# cpu_mem_io

**cpu_mem_io: signal metal coverage by tile**

(3 px per µm) 27 x 27 tiles, from dark blue (low) to red (high), scaled to the fullest tile. Values are wire area over tile area, all layers added.
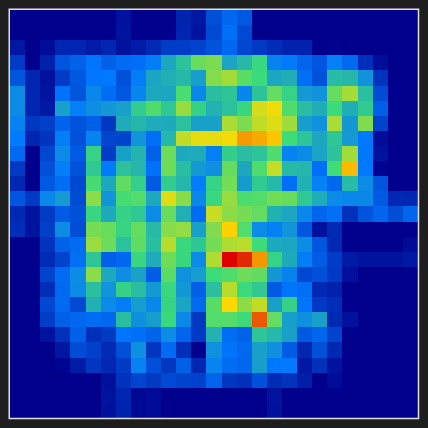

[src/rtl/cpu_io_pkg.sv]
// Shared constants for the CPU memory/IO slave: register offsets, CTRL/STATUS bit
// positions and reset values.
package cpu_io_pkg;

  typedef logic [2:0] io_ofs_t;

  localparam io_ofs_t GPIO_OUT_OFS  = 3'd0;
  localparam io_ofs_t GPIO_IN_OFS   = 3'd1;
  localparam io_ofs_t TIMER_CNT_OFS = 3'd2;
  localparam io_ofs_t TIMER_CMP_OFS = 3'd3;
  localparam io_ofs_t STATUS_OFS    = 3'd4;
  localparam io_ofs_t CTRL_OFS      = 3'd5;
  localparam int unsigned IO_REGS   = 6;

  localparam int unsigned CTRL_TEN    = 0;
  localparam int unsigned CTRL_PS_LSB = 1;
  localparam int unsigned CTRL_PS_MSB = 3;
  localparam int unsigned CTRL_MIE    = 4;
  localparam int unsigned CTRL_CIE    = 5;

  localparam int unsigned STAT_MATCH = 0;
  localparam int unsigned STAT_CHG   = 1;

  localparam logic [7:0] TIMER_CMP_RST = 8'hFF;

endpackage

[src/rtl/cpu_io_timer.sv]
// Prescaled 8-bit timer with compare; match is a one-cycle pulse that the parent
// turns into a sticky STATUS flag on the same edge the counter wraps.
module cpu_io_timer
  import cpu_io_pkg::*;
(
  input  logic       clk,
  input  logic       rst_n,
  input  logic       ten,
  input  logic [2:0] ps,
  input  logic       ctrl_wr,
  input  logic       cnt_wr,
  input  logic [7:0] cmp,
  output logic [7:0] cnt,
  output logic       match
);

  logic [7:0] presc_q, presc_d;
  logic [7:0] cnt_q, cnt_d;
  logic [7:0] ps_mask;
  logic       tick;

  always_comb begin
    ps_mask = ~(8'hFF << ps);
    tick    = ten && ((presc_q & ps_mask) == ps_mask);

    presc_d = presc_q;
    if (ctrl_wr || cnt_wr) begin
      presc_d = '0;
    end else if (ten) begin
      presc_d = presc_q + 8'd1;
    end

    // A software clear of the counter beats a tick and suppresses the match.
    cnt_d = cnt_q;
    match = 1'b0;
    if (cnt_wr) begin
      cnt_d = '0;
    end else if (tick) begin
      if (cnt_q == cmp) begin
        cnt_d = '0;
        match = 1'b1;
      end else begin
        cnt_d = cnt_q + 8'd1;
      end
    end
  end

  always_ff @(posedge clk) begin
    if (!rst_n) begin
      presc_q <= '0;
      cnt_q   <= '0;
    end else begin
      presc_q <= presc_d;
      cnt_q   <= cnt_d;
    end
  end

  assign cnt = cnt_q;

endmodule

[src/rtl/cpu_mem_io.sv]
// Bus slave for the 8-bit CPU: scratch RAM, GPIO with input synchroniser, timer,
// sticky status flags and a registered interrupt line.
module cpu_mem_io
  import cpu_io_pkg::*;
#(
  parameter int unsigned RAM_DEPTH = 16,
  parameter logic [6:0]  IO_BASE   = 7'h70
) (
  input  logic       clk,
  input  logic       rst_n,
  input  logic [6:0] bus_addr,
  input  logic [7:0] bus_wdata,
  input  logic       bus_we,
  output logic [7:0] bus_rdata,
  input  logic [7:0] gpio_in,
  output logic [7:0] gpio_out,
  output logic       irq
);

  localparam int unsigned RamAw = (RAM_DEPTH > 1) ? $clog2(RAM_DEPTH) : 1;

  logic [7:0]       mem [RAM_DEPTH];
  logic [RamAw-1:0] ram_idx;
  logic             ram_hit, io_hit;
  logic [6:0]       io_diff;
  io_ofs_t          io_ofs;

  logic [7:0] gpio_out_q, cmp_q;
  logic [7:0] sync1_q, sync2_q, sync_prev_q;
  logic [1:0] status_q, status_d;
  logic [5:0] ctrl_q;
  logic       irq_q, irq_d;
  logic       wr_gpio, wr_cnt, wr_cmp, wr_status, wr_ctrl;
  logic [7:0] cnt;
  logic       match, chg;

  assign ram_hit = 32'(bus_addr) < RAM_DEPTH;
  assign ram_idx = bus_addr[RamAw-1:0];
  // Addresses below IO_BASE wrap to large differences and fall outside the block.
  assign io_diff = bus_addr - IO_BASE;
  assign io_hit  = !ram_hit && (io_diff < 7'(IO_REGS));
  assign io_ofs  = io_diff[2:0];

  always_comb begin
    wr_gpio   = 1'b0;
    wr_cnt    = 1'b0;
    wr_cmp    = 1'b0;
    wr_status = 1'b0;
    wr_ctrl   = 1'b0;
    if (bus_we && io_hit) begin
      case (io_ofs)
        GPIO_OUT_OFS:  wr_gpio   = 1'b1;
        TIMER_CNT_OFS: wr_cnt    = 1'b1;
        TIMER_CMP_OFS: wr_cmp    = 1'b1;
        STATUS_OFS:    wr_status = 1'b1;
        CTRL_OFS:      wr_ctrl   = 1'b1;
        default:       ;
      endcase
    end
  end

  cpu_io_timer u_timer (
    .clk     (clk),
    .rst_n   (rst_n),
    .ten     (ctrl_q[CTRL_TEN]),
    .ps      (ctrl_q[CTRL_PS_MSB:CTRL_PS_LSB]),
    .ctrl_wr (wr_ctrl),
    .cnt_wr  (wr_cnt),
    .cmp     (cmp_q),
    .cnt     (cnt),
    .match   (match)
  );

  assign chg = sync2_q != sync_prev_q;

  // Hardware set is applied after the write-1-to-clear so a coincident set wins.
  always_comb begin
    status_d = status_q;
    if (wr_status) status_d = status_q & ~bus_wdata[1:0];
    if (match)     status_d[STAT_MATCH] = 1'b1;
    if (chg)       status_d[STAT_CHG]   = 1'b1;
    irq_d = (status_q[STAT_MATCH] & ctrl_q[CTRL_MIE]) |
            (status_q[STAT_CHG]   & ctrl_q[CTRL_CIE]);
  end

  always_ff @(posedge clk) begin
    if (!rst_n) begin
      gpio_out_q  <= '0;
      cmp_q       <= TIMER_CMP_RST;
      ctrl_q      <= '0;
      status_q    <= '0;
      irq_q       <= 1'b0;
      sync1_q     <= '0;
      sync2_q     <= '0;
      sync_prev_q <= '0;
    end else begin
      if (wr_gpio) gpio_out_q <= bus_wdata;
      if (wr_cmp)  cmp_q      <= bus_wdata;
      if (wr_ctrl) ctrl_q     <= bus_wdata[5:0];
      status_q    <= status_d;
      irq_q       <= irq_d;
      sync1_q     <= gpio_in;
      sync2_q     <= sync1_q;
      sync_prev_q <= sync2_q;
    end
  end

  // RAM has no reset, but a write during reset is still suppressed.
  always_ff @(posedge clk) begin
    if (rst_n && bus_we && ram_hit) begin
      mem[ram_idx] <= bus_wdata;
    end
  end

  always_comb begin
    bus_rdata = '0;
    if (ram_hit) begin
      bus_rdata = mem[ram_idx];
    end else if (io_hit) begin
      case (io_ofs)
        GPIO_OUT_OFS:  bus_rdata = gpio_out_q;
        GPIO_IN_OFS:   bus_rdata = sync2_q;
        TIMER_CNT_OFS: bus_rdata = cnt;
        TIMER_CMP_OFS: bus_rdata = cmp_q;
        STATUS_OFS:    bus_rdata = {6'b0, status_q};
        CTRL_OFS:      bus_rdata = {2'b0, ctrl_q};
        default:       bus_rdata = '0;
      endcase
    end
  end

  assign gpio_out = gpio_out_q;
  assign irq      = irq_q;

endmodule

[config.mk]
export PLATFORM = sky130hd
export DESIGN_NAME = cpu_mem_io
export DESIGN_NICKNAME = d
export VERILOG_FILES = /design/src/rtl/cpu_io_pkg.sv /design/src/rtl/cpu_io_timer.sv /design/src/rtl/cpu_mem_io.sv
export SDC_FILE = /design/constraint.sdc
export NUM_CORES = 1
export LEC_CHECK = 0
export ABC_AREA = 1
export CORE_MARGIN = 10
export CORE_UTILIZATION = 60
export DETAILED_ROUTE_END_ITERATION = 6
export MAX_ROUTING_LAYER = met4
export PLACE_DENSITY = 0.8
export SLEW_MARGIN = 20
export SYNTH_ARGS = -nofsm -noshare
export SYNTH_HDL_FRONTEND = slang
export SYNTH_SLANG_ARGS = --single-unit
[constraint.sdc]
create_clock -name clk -period 3.7 [get_ports clk]
set_input_delay 0.555 -clock clk [delete_from_list [all_inputs] [get_ports clk]]
set_output_delay 0.555 -clock clk [all_outputs]
set_load 0.05 [all_outputs]
# fetch_unit

### config.mk
export PLATFORM = sky130hd
export DESIGN_NAME = fetch_unit
export DESIGN_NICKNAME = d
export VERILOG_FILES = /design/src/rtl/fetch_unit.sv
export SDC_FILE = /design/constraint.sdc
export NUM_CORES = 1
export LEC_CHECK = 0
export CELL_PAD_IN_SITES_DETAIL_PLACEMENT = 1
export CELL_PAD_IN_SITES_GLOBAL_PLACEMENT = 1
export CORE_MARGIN = 8
export CORE_UTILIZATION = 31
export CTS_BUF_LIST = sky130_fd_sc_hd__clkbuf_4
export DETAILED_ROUTE_END_ITERATION = 8
export GPL_TIMING_DRIVEN = 0
export PLACE_DENSITY_LB_ADDON = 0.1
export SLEW_MARGIN = 20
export SYNTH_ARGS = -nofsm -noshare
export SYNTH_HDL_FRONTEND = slang
export SYNTH_SLANG_ARGS = --single-unit
### constraint.sdc
create_clock -name clk -period 1.9 [get_ports clk]
set_clock_uncertainty 0.15 [all_clocks]
set_input_delay 0.38 -clock clk [delete_from_list [all_inputs] [get_ports clk]]
set_output_delay 0.38 -clock clk [all_outputs]
set_load 0.05 [all_outputs]
### src/rtl/fetch_unit.sv
// Instruction-fetch stage: owns the PC, addresses instruction memory and registers the
// fetched word with its PC and PC+4. Optional redirect alignment check: FETCH_ALIGN_CHECK_EN.
module fetch_unit #(
    parameter logic [31:0] RESET_PC = 32'h0000_0000
) (
    input  logic        clk,
    input  logic        rst_n,
    input  logic        stall,
    input  logic        redirect_valid,
    input  logic [31:0] redirect_target,
    output logic [31:0] inst_addr,
    input  logic [31:0] inst_data,
    output logic        if_valid,
    output logic [31:0] if_inst,
    output logic [31:0] if_pc,
    output logic [31:0] if_pc_plus4,
    output logic        misalign
);

`ifdef FETCH_ALIGN_CHECK_EN
    typedef enum logic [1:0] {
        ST_BOOT = 2'd0,
        ST_RUN  = 2'd1,
        ST_HALT = 2'd2
    } state_t;

    function automatic logic is_misaligned(input logic [31:0] addr);
        return (addr[1:0] != 2'b00);
    endfunction
`else
    typedef enum logic [1:0] {
        ST_BOOT = 2'd0,
        ST_RUN  = 2'd1
    } state_t;
`endif

    state_t      r_state;
    state_t      w_state_nxt;
    logic [31:0] r_pc;
    logic [31:0] w_pc_nxt;
    logic        r_if_valid;
    logic        w_if_valid_nxt;
    logic [31:0] r_if_inst;
    logic [31:0] w_if_inst_nxt;
    logic [31:0] r_if_pc;
    logic [31:0] w_if_pc_nxt;
    logic [31:0] r_if_pc_plus4;
    logic [31:0] w_if_pc_plus4_nxt;
    logic        r_misalign;
    logic        w_misalign_nxt;
    logic [31:0] w_pc_plus4;
    logic [31:0] w_target_aligned;

    assign w_pc_plus4       = r_pc + 32'd4;
    assign w_target_aligned = redirect_target & 32'hFFFF_FFFC;

    // FSM state register
    always_ff @(posedge clk or negedge rst_n) begin
        if (!rst_n) begin
            r_state <= ST_BOOT;
        end else begin
            r_state <= w_state_nxt;
        end
    end

    // Next-state and next-datapath decode; redirect outranks stall in RUN
    always_comb begin
        w_state_nxt       = r_state;
        w_pc_nxt          = r_pc;
        w_if_valid_nxt    = r_if_valid;
        w_if_inst_nxt     = r_if_inst;
        w_if_pc_nxt       = r_if_pc;
        w_if_pc_plus4_nxt = r_if_pc_plus4;
        w_misalign_nxt    = r_misalign;
        case (r_state)
            ST_BOOT: begin
                w_state_nxt    = ST_RUN;
                w_pc_nxt       = RESET_PC;
                w_if_valid_nxt = 1'b0;
            end
            ST_RUN: begin
                if (redirect_valid) begin
                    w_if_valid_nxt = 1'b0;
`ifdef FETCH_ALIGN_CHECK_EN
                    if (is_misaligned(redirect_target)) begin
                        w_misalign_nxt = 1'b1;
                        w_state_nxt    = ST_HALT;
                    end else begin
                        w_pc_nxt = redirect_target;
                    end
`else
                    w_pc_nxt = w_target_aligned;
`endif
                end else if (stall) begin
                    w_pc_nxt = r_pc;
                end else begin
                    w_if_inst_nxt     = inst_data;
                    w_if_pc_nxt       = r_pc;
                    w_if_pc_plus4_nxt = w_pc_plus4;
                    w_if_valid_nxt    = 1'b1;
                    w_pc_nxt          = w_pc_plus4;
                end
            end
`ifdef FETCH_ALIGN_CHECK_EN
            ST_HALT: begin
                w_if_valid_nxt = 1'b0;
            end
`endif
            default: begin
                w_state_nxt    = ST_BOOT;
                w_if_valid_nxt = 1'b0;
            end
        endcase
    end

    // PC and IF output register
    always_ff @(posedge clk or negedge rst_n) begin
        if (!rst_n) begin
            r_pc          <= RESET_PC;
            r_if_valid    <= 1'b0;
            r_if_inst     <= 32'h0000_0000;
            r_if_pc       <= 32'h0000_0000;
            r_if_pc_plus4 <= 32'h0000_0000;
        end else begin
            r_pc          <= w_pc_nxt;
            r_if_valid    <= w_if_valid_nxt;
            r_if_inst     <= w_if_inst_nxt;
            r_if_pc       <= w_if_pc_nxt;
            r_if_pc_plus4 <= w_if_pc_plus4_nxt;
        end
    end

`ifdef FETCH_ALIGN_CHECK_EN
    // Sticky misalignment fault flag
    always_ff @(posedge clk or negedge rst_n) begin
        if (!rst_n) begin
            r_misalign <= 1'b0;
        end else begin
            r_misalign <= w_misalign_nxt;
        end
    end
    assign misalign = r_misalign;
`else
    assign r_misalign = 1'b0;
    assign misalign   = 1'b0;
`endif

    assign inst_addr   = r_pc;
    assign if_valid    = r_if_valid;
    assign if_inst     = r_if_inst;
    assign if_pc       = r_if_pc;
    assign if_pc_plus4 = r_if_pc_plus4;

endmodule
# uart_rx_fifo

--- src/rtl/uart_rx_fifo.sv ---
// UART 8N1 receiver feeding a small first-word-fall-through receive FIFO.
// Serial input is double-synchronized; frames are sampled mid-bit and good
// bytes are pushed into a circular buffer read by the CPU-side register block.
module uart_rx_fifo #(
    parameter int unsigned CLOCK_FREQ = 25000000,
    parameter int unsigned BIT_RATE   = 9600,
    parameter int unsigned FIFO_DEPTH = 8
) (
    input  logic                          clk,
    input  logic                          reset,
    input  logic                          rx,
    input  logic                          rd_en,
    output logic [7:0]                    rd_data,
    output logic                          empty,
    output logic                          full,
    output logic [$clog2(FIFO_DEPTH):0]   count,
    output logic                          frame_error,
    output logic                          overflow,
    input  logic                          clear_overflow,
    output logic                          busy
);

    localparam int unsigned CLKS_PER_BIT = CLOCK_FREQ / BIT_RATE;
    localparam int unsigned HALF_BIT     = CLKS_PER_BIT / 2;
    localparam int unsigned CW           = $clog2(CLKS_PER_BIT + 1);
    localparam int unsigned AW           = $clog2(FIFO_DEPTH);
    localparam int unsigned PW           = AW + 1;

    typedef enum logic [2:0] {
        S_IDLE,
        S_START,
        S_DATA,
        S_STOP,
        S_BREAK
    } state_t;

    // Receiver state
    logic          rx_meta;
    logic          rxs;
    state_t        state;
    state_t        state_n;
    logic [CW-1:0] bit_cnt;
    logic [CW-1:0] cnt_n;
    logic [2:0]    bit_idx;
    logic [2:0]    idx_n;
    logic [7:0]    shreg;
    logic [7:0]    shreg_n;
    logic          push_req;
    logic          ferr_n;

    // FIFO state
    logic [7:0]    mem [FIFO_DEPTH];
    logic [PW-1:0] wr_ptr;
    logic [PW-1:0] rd_ptr;
    logic          do_pop;
    logic          do_push;
    logic          drop;

    // Two-flop synchronizer for the asynchronous serial line (idles high).
    always_ff @(posedge clk) begin
        if (reset) begin
            rx_meta <= 1'b1;
            rxs     <= 1'b1;
        end else begin
            rx_meta <= rx;
            rxs     <= rx_meta;
        end
    end

    // Next-state, baud counter, shift register and push/error decisions.
    always_comb begin
        state_n  = state;
        cnt_n    = bit_cnt + 1'b1;
        idx_n    = bit_idx;
        shreg_n  = shreg;
        push_req = 1'b0;
        ferr_n   = 1'b0;
        case (state)
            S_IDLE: begin
                cnt_n = '0;
                if (!rxs) begin
                    state_n = S_START;
                end
            end
            S_START: begin
                if (bit_cnt == CW'(HALF_BIT - 1)) begin
                    cnt_n = '0;
                    if (!rxs) begin
                        state_n = S_DATA;
                        idx_n   = '0;
                    end else begin
                        state_n = S_IDLE;
                    end
                end
            end
            S_DATA: begin
                if (bit_cnt == CW'(CLKS_PER_BIT - 1)) begin
                    cnt_n   = '0;
                    shreg_n = {rxs, shreg[7:1]};
                    idx_n   = bit_idx + 3'd1;
                    if (bit_idx == 3'd7) begin
                        state_n = S_STOP;
                    end
                end
            end
            S_STOP: begin
                if (bit_cnt == CW'(CLKS_PER_BIT - 1)) begin
                    cnt_n = '0;
                    if (rxs) begin
                        push_req = 1'b1;
                        state_n  = S_IDLE;
                    end else begin
                        ferr_n  = 1'b1;
                        state_n = S_BREAK;
                    end
                end
            end
            S_BREAK: begin
                // A held-low line must return high before a new start is accepted.
                cnt_n = '0;
                if (rxs) begin
                    state_n = S_IDLE;
                end
            end
            default: begin
                cnt_n   = '0;
                state_n = S_IDLE;
            end
        endcase
    end

    // Receiver state register.
    always_ff @(posedge clk) begin
        if (reset) begin
            state       <= S_IDLE;
            bit_cnt     <= '0;
            bit_idx     <= '0;
            shreg       <= '0;
            frame_error <= 1'b0;
        end else begin
            state       <= state_n;
            bit_cnt     <= cnt_n;
            bit_idx     <= idx_n;
            shreg       <= shreg_n;
            frame_error <= ferr_n;
        end
    end

    assign busy = (state != S_IDLE);

    // A pop frees the full slot in the same cycle, so push-while-full is
    // accepted when it coincides with a pop; the write lands in the slot
    // being vacated.
    assign count   = wr_ptr - rd_ptr;
    assign empty   = (count == '0);
    assign full    = (count == PW'(FIFO_DEPTH));
    assign do_pop  = rd_en && !empty;
    assign do_push = push_req && (!full || do_pop);
    assign drop    = push_req && full && !do_pop;
    assign rd_data = mem[rd_ptr[AW-1:0]];

    // FIFO storage and pointers; reset flushes contents so rd_data reads zero.
    always_ff @(posedge clk) begin
        if (reset) begin
            wr_ptr <= '0;
            rd_ptr <= '0;
            mem    <= '{default: '0};
        end else begin
            if (do_push) begin
                mem[wr_ptr[AW-1:0]] <= shreg;
                wr_ptr              <= wr_ptr + 1'b1;
            end
            if (do_pop) begin
                rd_ptr <= rd_ptr + 1'b1;
            end
        end
    end

    // Sticky overflow flag; a drop in the same cycle as a clear keeps it set.
    always_ff @(posedge clk) begin
        if (reset) begin
            overflow <= 1'b0;
        end else if (drop) begin
            overflow <= 1'b1;
        end else if (clear_overflow) begin
            overflow <= 1'b0;
        end
    end

endmodule

--- config.mk ---
export PLATFORM = sky130hd
export DESIGN_NAME = uart_rx_fifo
export DESIGN_NICKNAME = d
export VERILOG_FILES = /design/src/rtl/uart_rx_fifo.sv
export SDC_FILE = /design/constraint.sdc
export NUM_CORES = 1
export LEC_CHECK = 0
export ABC_AREA = 1
export CAP_MARGIN = 15
export CORE_ASPECT_RATIO = 1.1
export CORE_MARGIN = 2
export CORE_UTILIZATION = 52
export DETAILED_ROUTE_END_ITERATION = 6
export PLACE_DENSITY = 0.77
export SLEW_MARGIN = 20
export SYNTH_ARGS = -nofsm -noshare
export SYNTH_HDL_FRONTEND = slang
export SYNTH_SLANG_ARGS = --single-unit
export TNS_END_PERCENT = 20
--- constraint.sdc ---
create_clock -name clk -period 5.5 [get_ports clk]
set_input_delay 0.55 -clock clk [delete_from_list [all_inputs] [get_ports clk]]
set_output_delay 0.55 -clock clk [all_outputs]
set_load 0.05 [all_outputs]
# sram_arb2

--- src/rtl/sram_arb2.sv ---
// Two-client read/write arbiter for the sram_4k_64b simple dual-port macro.
// Optional same-cycle write-to-read forwarding is enabled with `define SRAM_ARB_FWD_EN.
module sram_arb2 #(
  parameter int AW = 12,
  parameter int DW = 64
) (
  input  logic          clk,
  input  logic          rst,
  input  logic          c0_req_valid,
  output logic          c0_req_ready,
  input  logic          c0_req_we,
  input  logic [AW-1:0] c0_req_addr,
  input  logic [DW-1:0] c0_req_wdata,
  output logic          c0_rsp_valid,
  output logic [DW-1:0] c0_rsp_rdata,
  input  logic          c1_req_valid,
  output logic          c1_req_ready,
  input  logic          c1_req_we,
  input  logic [AW-1:0] c1_req_addr,
  input  logic [DW-1:0] c1_req_wdata,
  output logic          c1_rsp_valid,
  output logic [DW-1:0] c1_rsp_rdata,
  output logic          sram_wsbn,
  output logic [AW-1:0] sram_waddr,
  output logic [DW-1:0] sram_wdata,
  output logic          sram_csbn,
  output logic [AW-1:0] sram_raddr,
  input  logic [DW-1:0] sram_rdata
);

  logic          rd_prio;
  logic          wr_prio;
  logic          rd_pend;
  logic          rd_owner;
  logic          c0_rd, c1_rd, c0_wr, c1_wr;
  logic          rd_gnt0, rd_gnt1, wr_gnt0, wr_gnt1;
  logic          rd_any, wr_any;
  logic [DW-1:0] rsp_data;

  assign c0_rd = c0_req_valid & ~c0_req_we;
  assign c1_rd = c1_req_valid & ~c1_req_we;
  assign c0_wr = c0_req_valid &  c0_req_we;
  assign c1_wr = c1_req_valid &  c1_req_we;

  // Grants are suppressed while rst is high so nothing transfers during reset.
  assign rd_gnt0 = ~rst & c0_rd & (~c1_rd | ~rd_prio);
  assign rd_gnt1 = ~rst & c1_rd & (~c0_rd |  rd_prio);
  assign wr_gnt0 = ~rst & c0_wr & (~c1_wr | ~wr_prio);
  assign wr_gnt1 = ~rst & c1_wr & (~c0_wr |  wr_prio);

  assign rd_any = rd_gnt0 | rd_gnt1;
  assign wr_any = wr_gnt0 | wr_gnt1;

  assign c0_req_ready = rd_gnt0 | wr_gnt0;
  assign c1_req_ready = rd_gnt1 | wr_gnt1;

  // csbn also gates writes inside the macro, so it drops on write-only cycles too.
  assign sram_wsbn  = ~wr_any;
  assign sram_csbn  = ~(rd_any | wr_any);
  assign sram_raddr = rd_gnt1 ? c1_req_addr  : c0_req_addr;
  assign sram_waddr = wr_gnt1 ? c1_req_addr  : c0_req_addr;
  assign sram_wdata = wr_gnt1 ? c1_req_wdata : c0_req_wdata;

  always_ff @(posedge clk) begin
    if (rst) begin
      rd_prio  <= 1'b0;
      wr_prio  <= 1'b0;
      rd_pend  <= 1'b0;
      rd_owner <= 1'b0;
    end else begin
      if (rd_gnt0)      rd_prio <= 1'b1;
      else if (rd_gnt1) rd_prio <= 1'b0;
      if (wr_gnt0)      wr_prio <= 1'b1;
      else if (wr_gnt1) wr_prio <= 1'b0;
      rd_pend <= rd_any;
      if (rd_any) rd_owner <= rd_gnt1;
    end
  end

`ifdef SRAM_ARB_FWD_EN
  logic          fwd_hit;
  logic [DW-1:0] fwd_data;

  always_ff @(posedge clk) begin
    if (rst) begin
      fwd_hit <= 1'b0;
    end else begin
      fwd_hit <= rd_any & wr_any & (sram_raddr == sram_waddr);
      if (rd_any & wr_any & (sram_raddr == sram_waddr)) fwd_data <= sram_wdata;
    end
  end

  assign rsp_data = fwd_hit ? fwd_data : sram_rdata;
`else
  assign rsp_data = sram_rdata;
`endif

  assign c0_rsp_valid = rd_pend & ~rd_owner;
  assign c1_rsp_valid = rd_pend &  rd_owner;
  assign c0_rsp_rdata = rsp_data;
  assign c1_rsp_rdata = rsp_data;

endmodule

--- config.mk ---
export PLATFORM = sky130hd
export DESIGN_NAME = sram_arb2
export DESIGN_NICKNAME = d
export VERILOG_FILES = /design/src/rtl/sram_arb2.sv
export SDC_FILE = /design/constraint.sdc
export NUM_CORES = 1
export LEC_CHECK = 0
export CORE_AREA = 2 2 170 172
export CTS_BUF_LIST = sky130_fd_sc_hd__clkbuf_16
export DETAILED_ROUTE_END_ITERATION = 10
export DIE_AREA = 0 0 172 174
export PLACE_DENSITY_LB_ADDON = 0.1
export RECOVER_POWER = 25
export SKIP_LAST_GASP = 1
export SLEW_MARGIN = 20
export SYNTH_ARGS = -nofsm -noshare
export SYNTH_HDL_FRONTEND = slang
export SYNTH_SLANG_ARGS = --single-unit
--- constraint.sdc ---
create_clock -name clk -period 1.85 [get_ports clk]
set_clock_uncertainty 0.1 [all_clocks]
set_input_delay 0.37 -clock clk [delete_from_list [all_inputs] [get_ports clk]]
set_output_delay 0.37 -clock clk [all_outputs]
set_load 0.005 [all_outputs]

==> layout pictures side by side <==
Congestion heat map.
shot_01.png
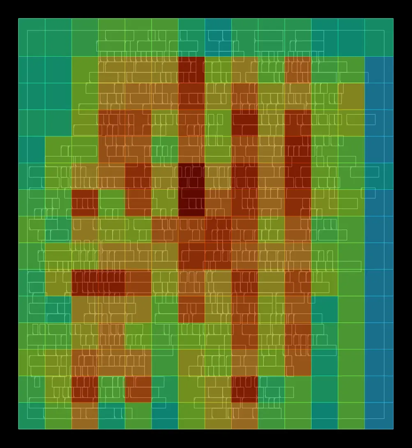
shot_02.png
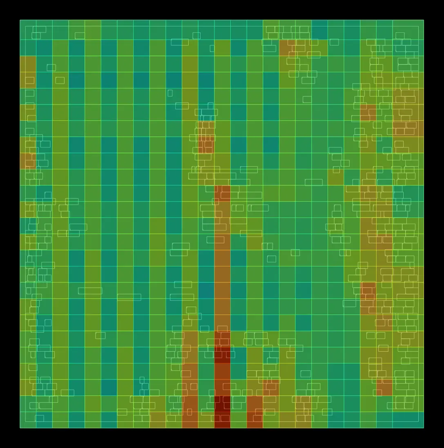
shot_03.png
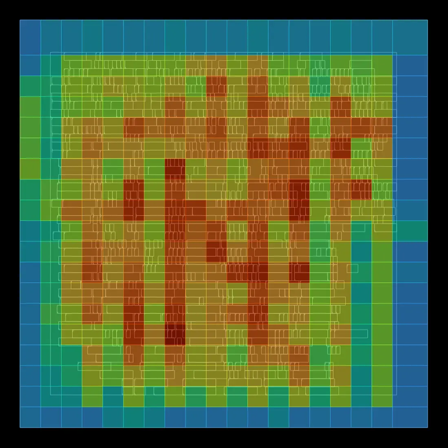
shot_04.png
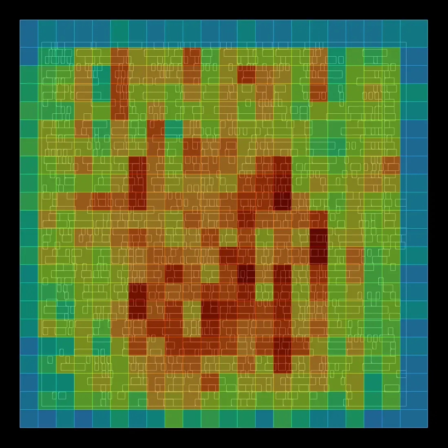
cpu_mem_io is shot_03.png.
uart_rx_fifo is shot_01.png.
sram_arb2 is shot_02.png.
fetch_unit is shot_04.png.

**fetch_unit: metal 3**

(3 px per µm)
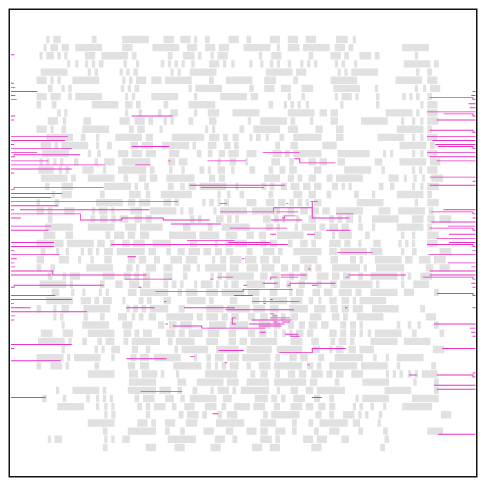
longest straight run: 58.6 µm
wire length on this layer: 1890 µm
main direction: horizontal

==> results.sh, fetch_unit <==
# flow metrics
export IMPL_worst_slew_pin_slew_ns=0.721
export IMPL_async_flop_share=1.00
export IMPL_most_common_cell="nand2_1"
export IMPL_netlist_instances=683
export IMPL_avgSynthCellArea_um2=8.81
export IMPL_power_density_nw_per_um2=865
export IMPL_cts_resized=508
export IMPL_grt_busiest_layer="met2"
export IMPL_cp_required_ns=2.22
export IMPL_status="finished, violations left"
export IMPL_synth_seq_share=0.516
export IMPL_top_layer="met4"
export IMPL_layout_setup_ws_ns=-0.213
export IMPL_drive_above_1_share=0.372
export IMPL_end_kind="flip-flop"
export IMPL_reg2reg_slack_ns=-0.21
export IMPL_clockBufferDepth=2
export IMPL_violations="negative setup slack"
export IMPL_fmax_mhz=473
export IMPL_top_logic_kind="simple AND/OR/NAND/NOR gates"
export IMPL_use_met1=0.249
export IMPL_synthFlopType="dfrtp_1"
export IMPL_grt_use_met2=0.345
export IMPL_yosysWarnings=0
export IMPL_antenna_found_initial=1
export IMPL_setup_viol=29
-- fetch_unit: worst max-delay path, cell delays in order (launching register included) --
cell and delay, ns:
dfrtp_4 0.47, ha_4 0.16, nand3_4 0.09, or4_4 0.56, or4_1 0.42, a31oi_1 0.18
-- fetch_unit: area by class of cell --
cell class	instances	area, µm²
sequential	124	3140
clock buffer	19	143
antenna	2	5.00
fill	2276	9740
multi-input combinational	499	2980
tap	265	332
clock inverter	13	198
inverter	6	22.5
buffer	58	459
timing repair buffer	274	2250
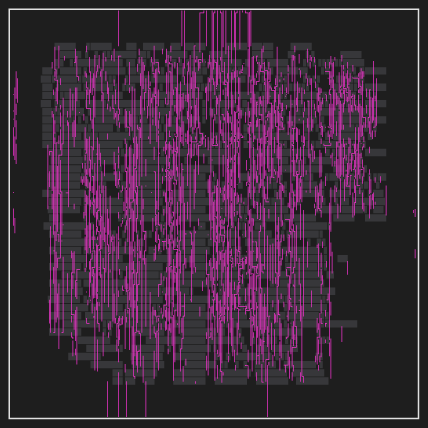
**Above:** cpu_mem_io (metal 2).
(3 px per µm)
wire length on this layer: 8810 µm
nets with wire on the layer: 715
main direction: vertical
share of all routed wire: 48%
longest straight run: 59.2 µm

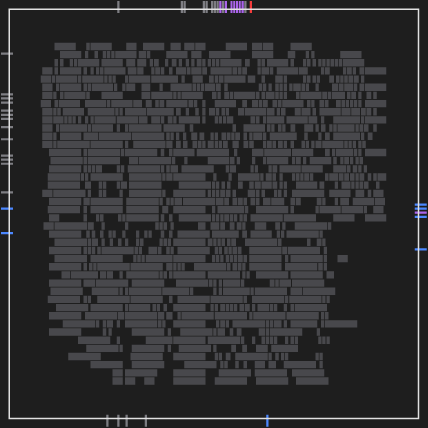
**Above:** cpu_mem_io (pin placement).
(3 px per µm) Pins as bars across the die edge, other pins in grey.
| port | colour | pins | direction | edge |
|---|---|---|---|---|
| bus_we | red | 1 | input | top |
| bus_addr | blue | 7 | input | 4 right, 2 left, 1 bottom |
| bus_rdata | purple | 8 | output | 7 top, 1 right |
all pins by edge: 18 top, 15 left, 5 bottom, 5 right

About 'signal metal coverage by tile' of cpu_mem_io:
mean over tiles: 0.16
nearly empty tiles: 27%
fullest tile: 0.72
emptiest ninth of the die: bottom right
tiles over half the peak: 12%

==> results.sh, cpu_mem_io <==
# flow metrics
export IMPL_status="finished clean"
export IMPL_adder_share=0.00466
export IMPL_top_layer="met4"
export IMPL_top_register="mem"
export IMPL_fin_crit_sh=0.898
export IMPL_grt_busiest_layer="met2"
export IMPL_met3WireLength_um=1490
export IMPL_power_frac_comb=0.059
export IMPL_grt_use_met2=0.325
export IMPL_arrival_ns=2.77
export IMPL_synth_seq_share=0.636
export IMPL_drive_above_1_share=0.0806
export IMPL_critPathMaxStageDelay_ns=0.69
export IMPL_crit_chain="clkdlybuf4s50_1 > inv_2 > nor2_8 > inv_1 > nor2_2 > nand2_1 > nand2_1 > o21ai_0 > nand2_1 > buf_12"
export IMPL_antenna_found_initial=0
export IMPL_r2r_start="ctrl_q[0]"
export IMPL_use_met1=0.267
[cpu_mem_io: per-stage QoR]
step	hold WS [ns]	instances	total power, mW
finish	0.415	1094	4.41
global route	0.431	1094	4.55
CTS	0.417	1094	4.42
detailed placement	0.397	1062	2.61
global placement	0.394	1062	2.61
floorplan	0.390	857	2.49
[cpu_mem_io: area by class of cell]
class	count	area (µm²)
inverters	73	274
well taps	176	220
flip-flops and latches	192	5120
clock buffers	19	464
repair buffers	53	596
fillers	926	3810
clock inverters	13	154
multi-input cells	568	2550
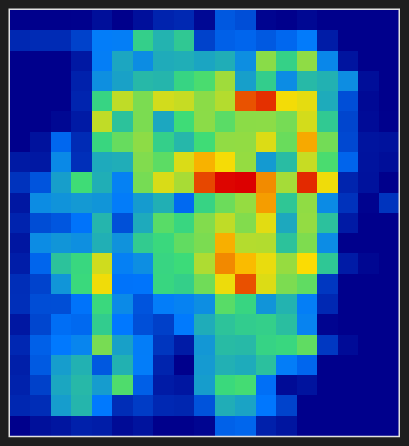
**Above:** uart_rx_fifo (signal metal coverage by tile).
(4 px per µm) 19 x 21 tiles, from dark blue (low) to red (high), scaled to the fullest tile. Values are wire area over tile area, all layers added.
fullest tile: 0.66
nearly empty tiles: 20%
tiles over half the peak: 22%
emptiest ninth of the die: bottom right
mean over tiles: 0.19

==> results.sh, uart_rx_fifo <==
# flow metrics
export IMPL_flop_area_um2=2040
export IMPL_path_depth=8
export IMPL_holdWs_ns=0.418
export IMPL_most_common_cell="nand2_1"
export IMPL_skew_ns=0.0106
export IMPL_drc_errors=0
export IMPL_wirelength_um=12200
export IMPL_comb_share=0.470
export IMPL_critPathTopFamily="buffers and inverters"
export IMPL_drtIter0Drc=371
export IMPL_routedWlPerCell_um=15.2
export IMPL_mostFrequentLayoutCells="119 x nand2_1, 108 x nor2_1, 102 x dfxtp_1"
export IMPL_area_growth_pct=6.83
export IMPL_hold_path_end="rxs"
export IMPL_status="finished clean"
export IMPL_globalplace_congestion=0.829
export IMPL_power_density_nw_per_um2=333
export IMPL_n_all_inverters=39
export IMPL_nNonClkBuffers=26
export IMPL_critPathMaxStageDelay_ns=0.81
export IMPL_ys_chip_area_um2=4960
export IMPL_grt_util_all_layers=0.245
export IMPL_dp_hpwl_um=8080
uart_rx_fifo: routing by layer:
metal	vias to the layer above	GRT usage	share of wire
li1	2332	-	-
met3	26	0.0460	0.066
met5	-	0	0
met1	2176	0.321	0.43
met2	158	0.397	0.48
met4	0	0.104	0.026
uart_rx_fifo: state kept, by name, summed over array words and instances (netlist names), 3 cells and up:
| signal | count |
|---|---|
| mem | 64 |
| state | 3 |
| rd_ptr | 4 |
| bit_cnt | 12 |
| shreg | 8 |
| bit_idx | 3 |
| wr_ptr | 4 |
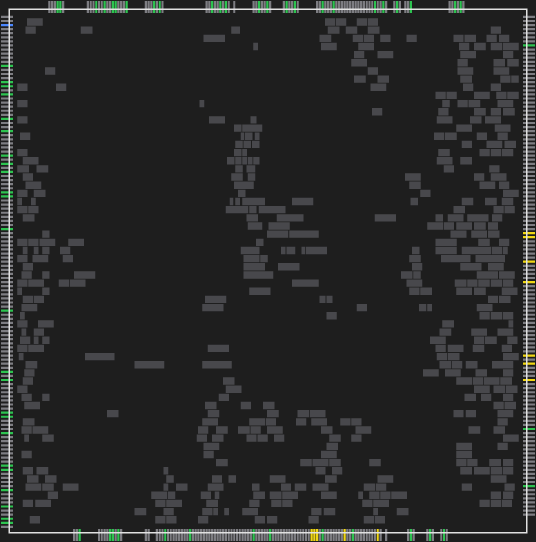
**Above:** sram_arb2 (pin placement).
(3 px per µm) Pins as bars across the die edge, other pins in grey.
| port | colour | pins | direction | edge |
|---|---|---|---|---|
| sram_csbn | blue | 1 | output | left |
| c1_rsp_rdata | green | 64 | output | 24 left, 24 top, 13 bottom, 3 right |
| c1_req_addr | yellow | 12 | input | 7 right, 5 bottom |

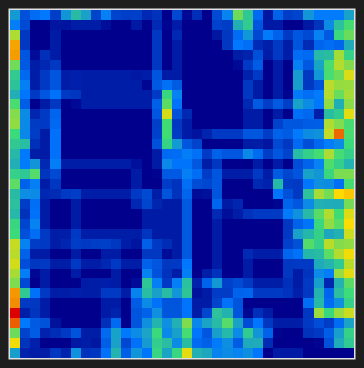
**Above:** sram_arb2 (signal metal coverage by tile).
(2 px per µm) 34 x 35 tiles, from dark blue (low) to red (high), scaled to the fullest tile. Values are wire area over tile area, all layers added.
emptiest ninth of the die: top middle
densest ninth of the die: right middle
tiles over half the peak: 7.3%
fullest tile: 0.47
mean over tiles: 0.076

==> results.sh, sram_arb2 <==
# flow metrics
export IMPL_status="finished, violations left"
export IMPL_violations="negative setup slack"
export IMPL_setup_viol=89
export IMPL_netlist_instances=256
export IMPL_ys_chip_area_um2=2320
export IMPL_insertion_delay_ns=0.22
export IMPL_clkCellAreaFrac=0.0133
export IMPL_syn_area_um2=2320
export IMPL_relSlewSlack=0.857
export IMPL_m1WireLength_um=4450
export IMPL_max_cap_viol_count=0
export IMPL_layout_setup_ws_ns=-0.384
export IMPL_power_density_nw_per_um2=287
export IMPL_yosys_area_share_simple=0.0432
export IMPL_startpoint="wr_prio"
## sram_arb2: per-stage QoR
stage          worst slack, ns  TNS (ns)  cells
2_1_floorplan          -0.0347    -0.277    256
3_3_place_gp             -1.22   -104.29    763
3_5_place_dp             -1.23   -106.05    763
4_1_cts                 -0.425    -29.68    819
5_1_grt                 -0.413    -26.90    829
6_report                -0.384    -23.71    829
## sram_arb2: worst max-delay path, delay by kind of cell (launching register included)
kind                   cells  cell delay, ns
AOI/OAI and AO/OA          1            0.24
DFF                        1            0.31
muxes                      1            0.30
buffers and inverters      5            0.68


==> layout pictures side by side <==
Metal 3.
Plate I
(3 px per µm)
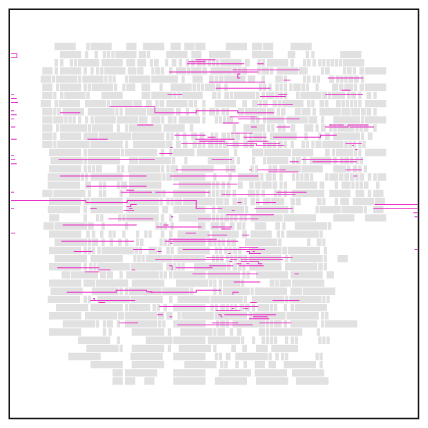
Plate II
(4 px per µm)
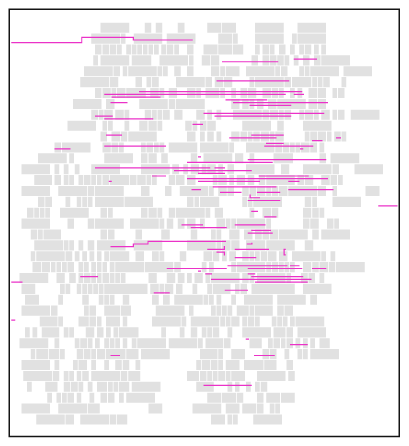
Plate III
(3 px per µm)
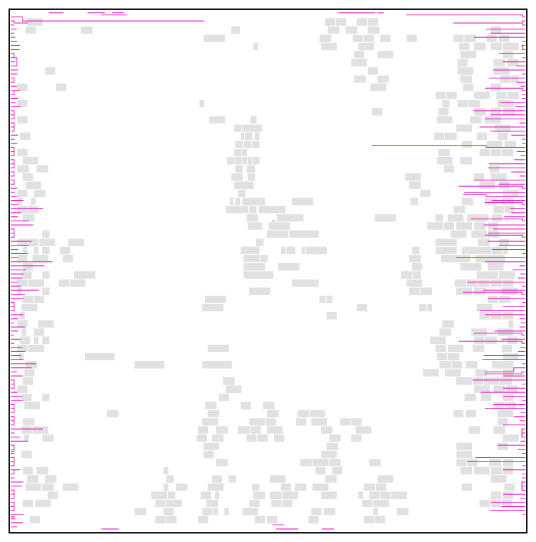
- smallest die: Plate II
- sram_arb2 = Plate III
- cpu_mem_io = Plate I
- uart_rx_fifo = Plate II


==> notes/layouts.md <==
Pictures saved along the way, in no particular order.

Metal 2.
picture 1
(4 px per µm)
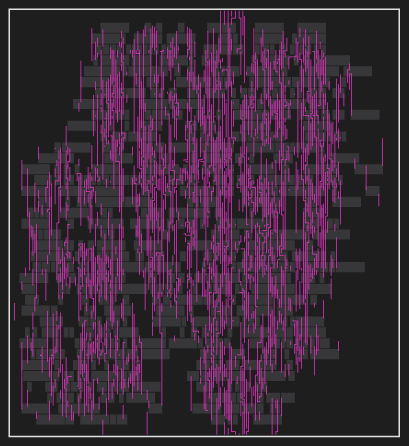
picture 2
(3 px per µm)
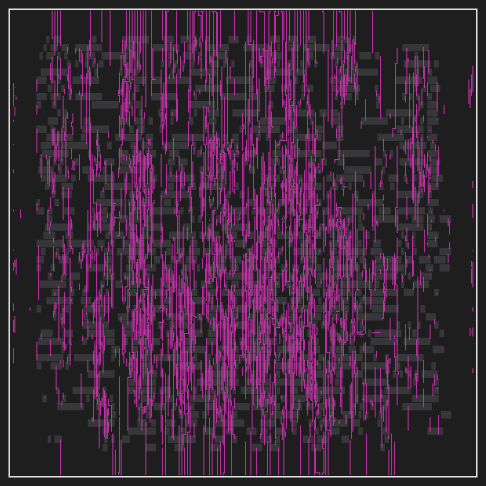
picture 3
(3 px per µm)
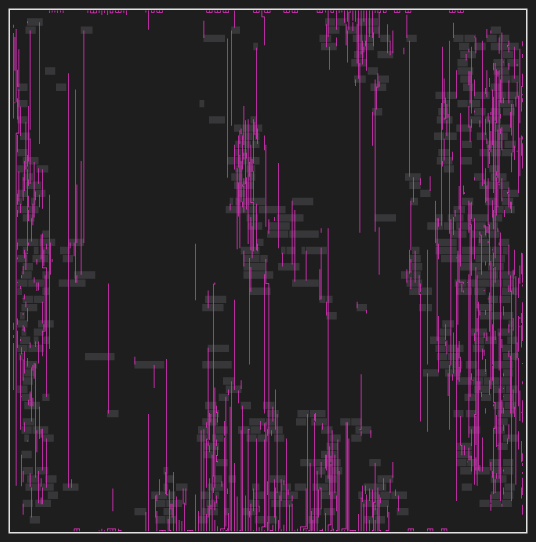
For fetch_unit, see picture 2.
For sram_arb2, see picture 3.
For uart_rx_fifo, see picture 1.

Power figures rest on the tool's default switching activity, not on a simulated workload.
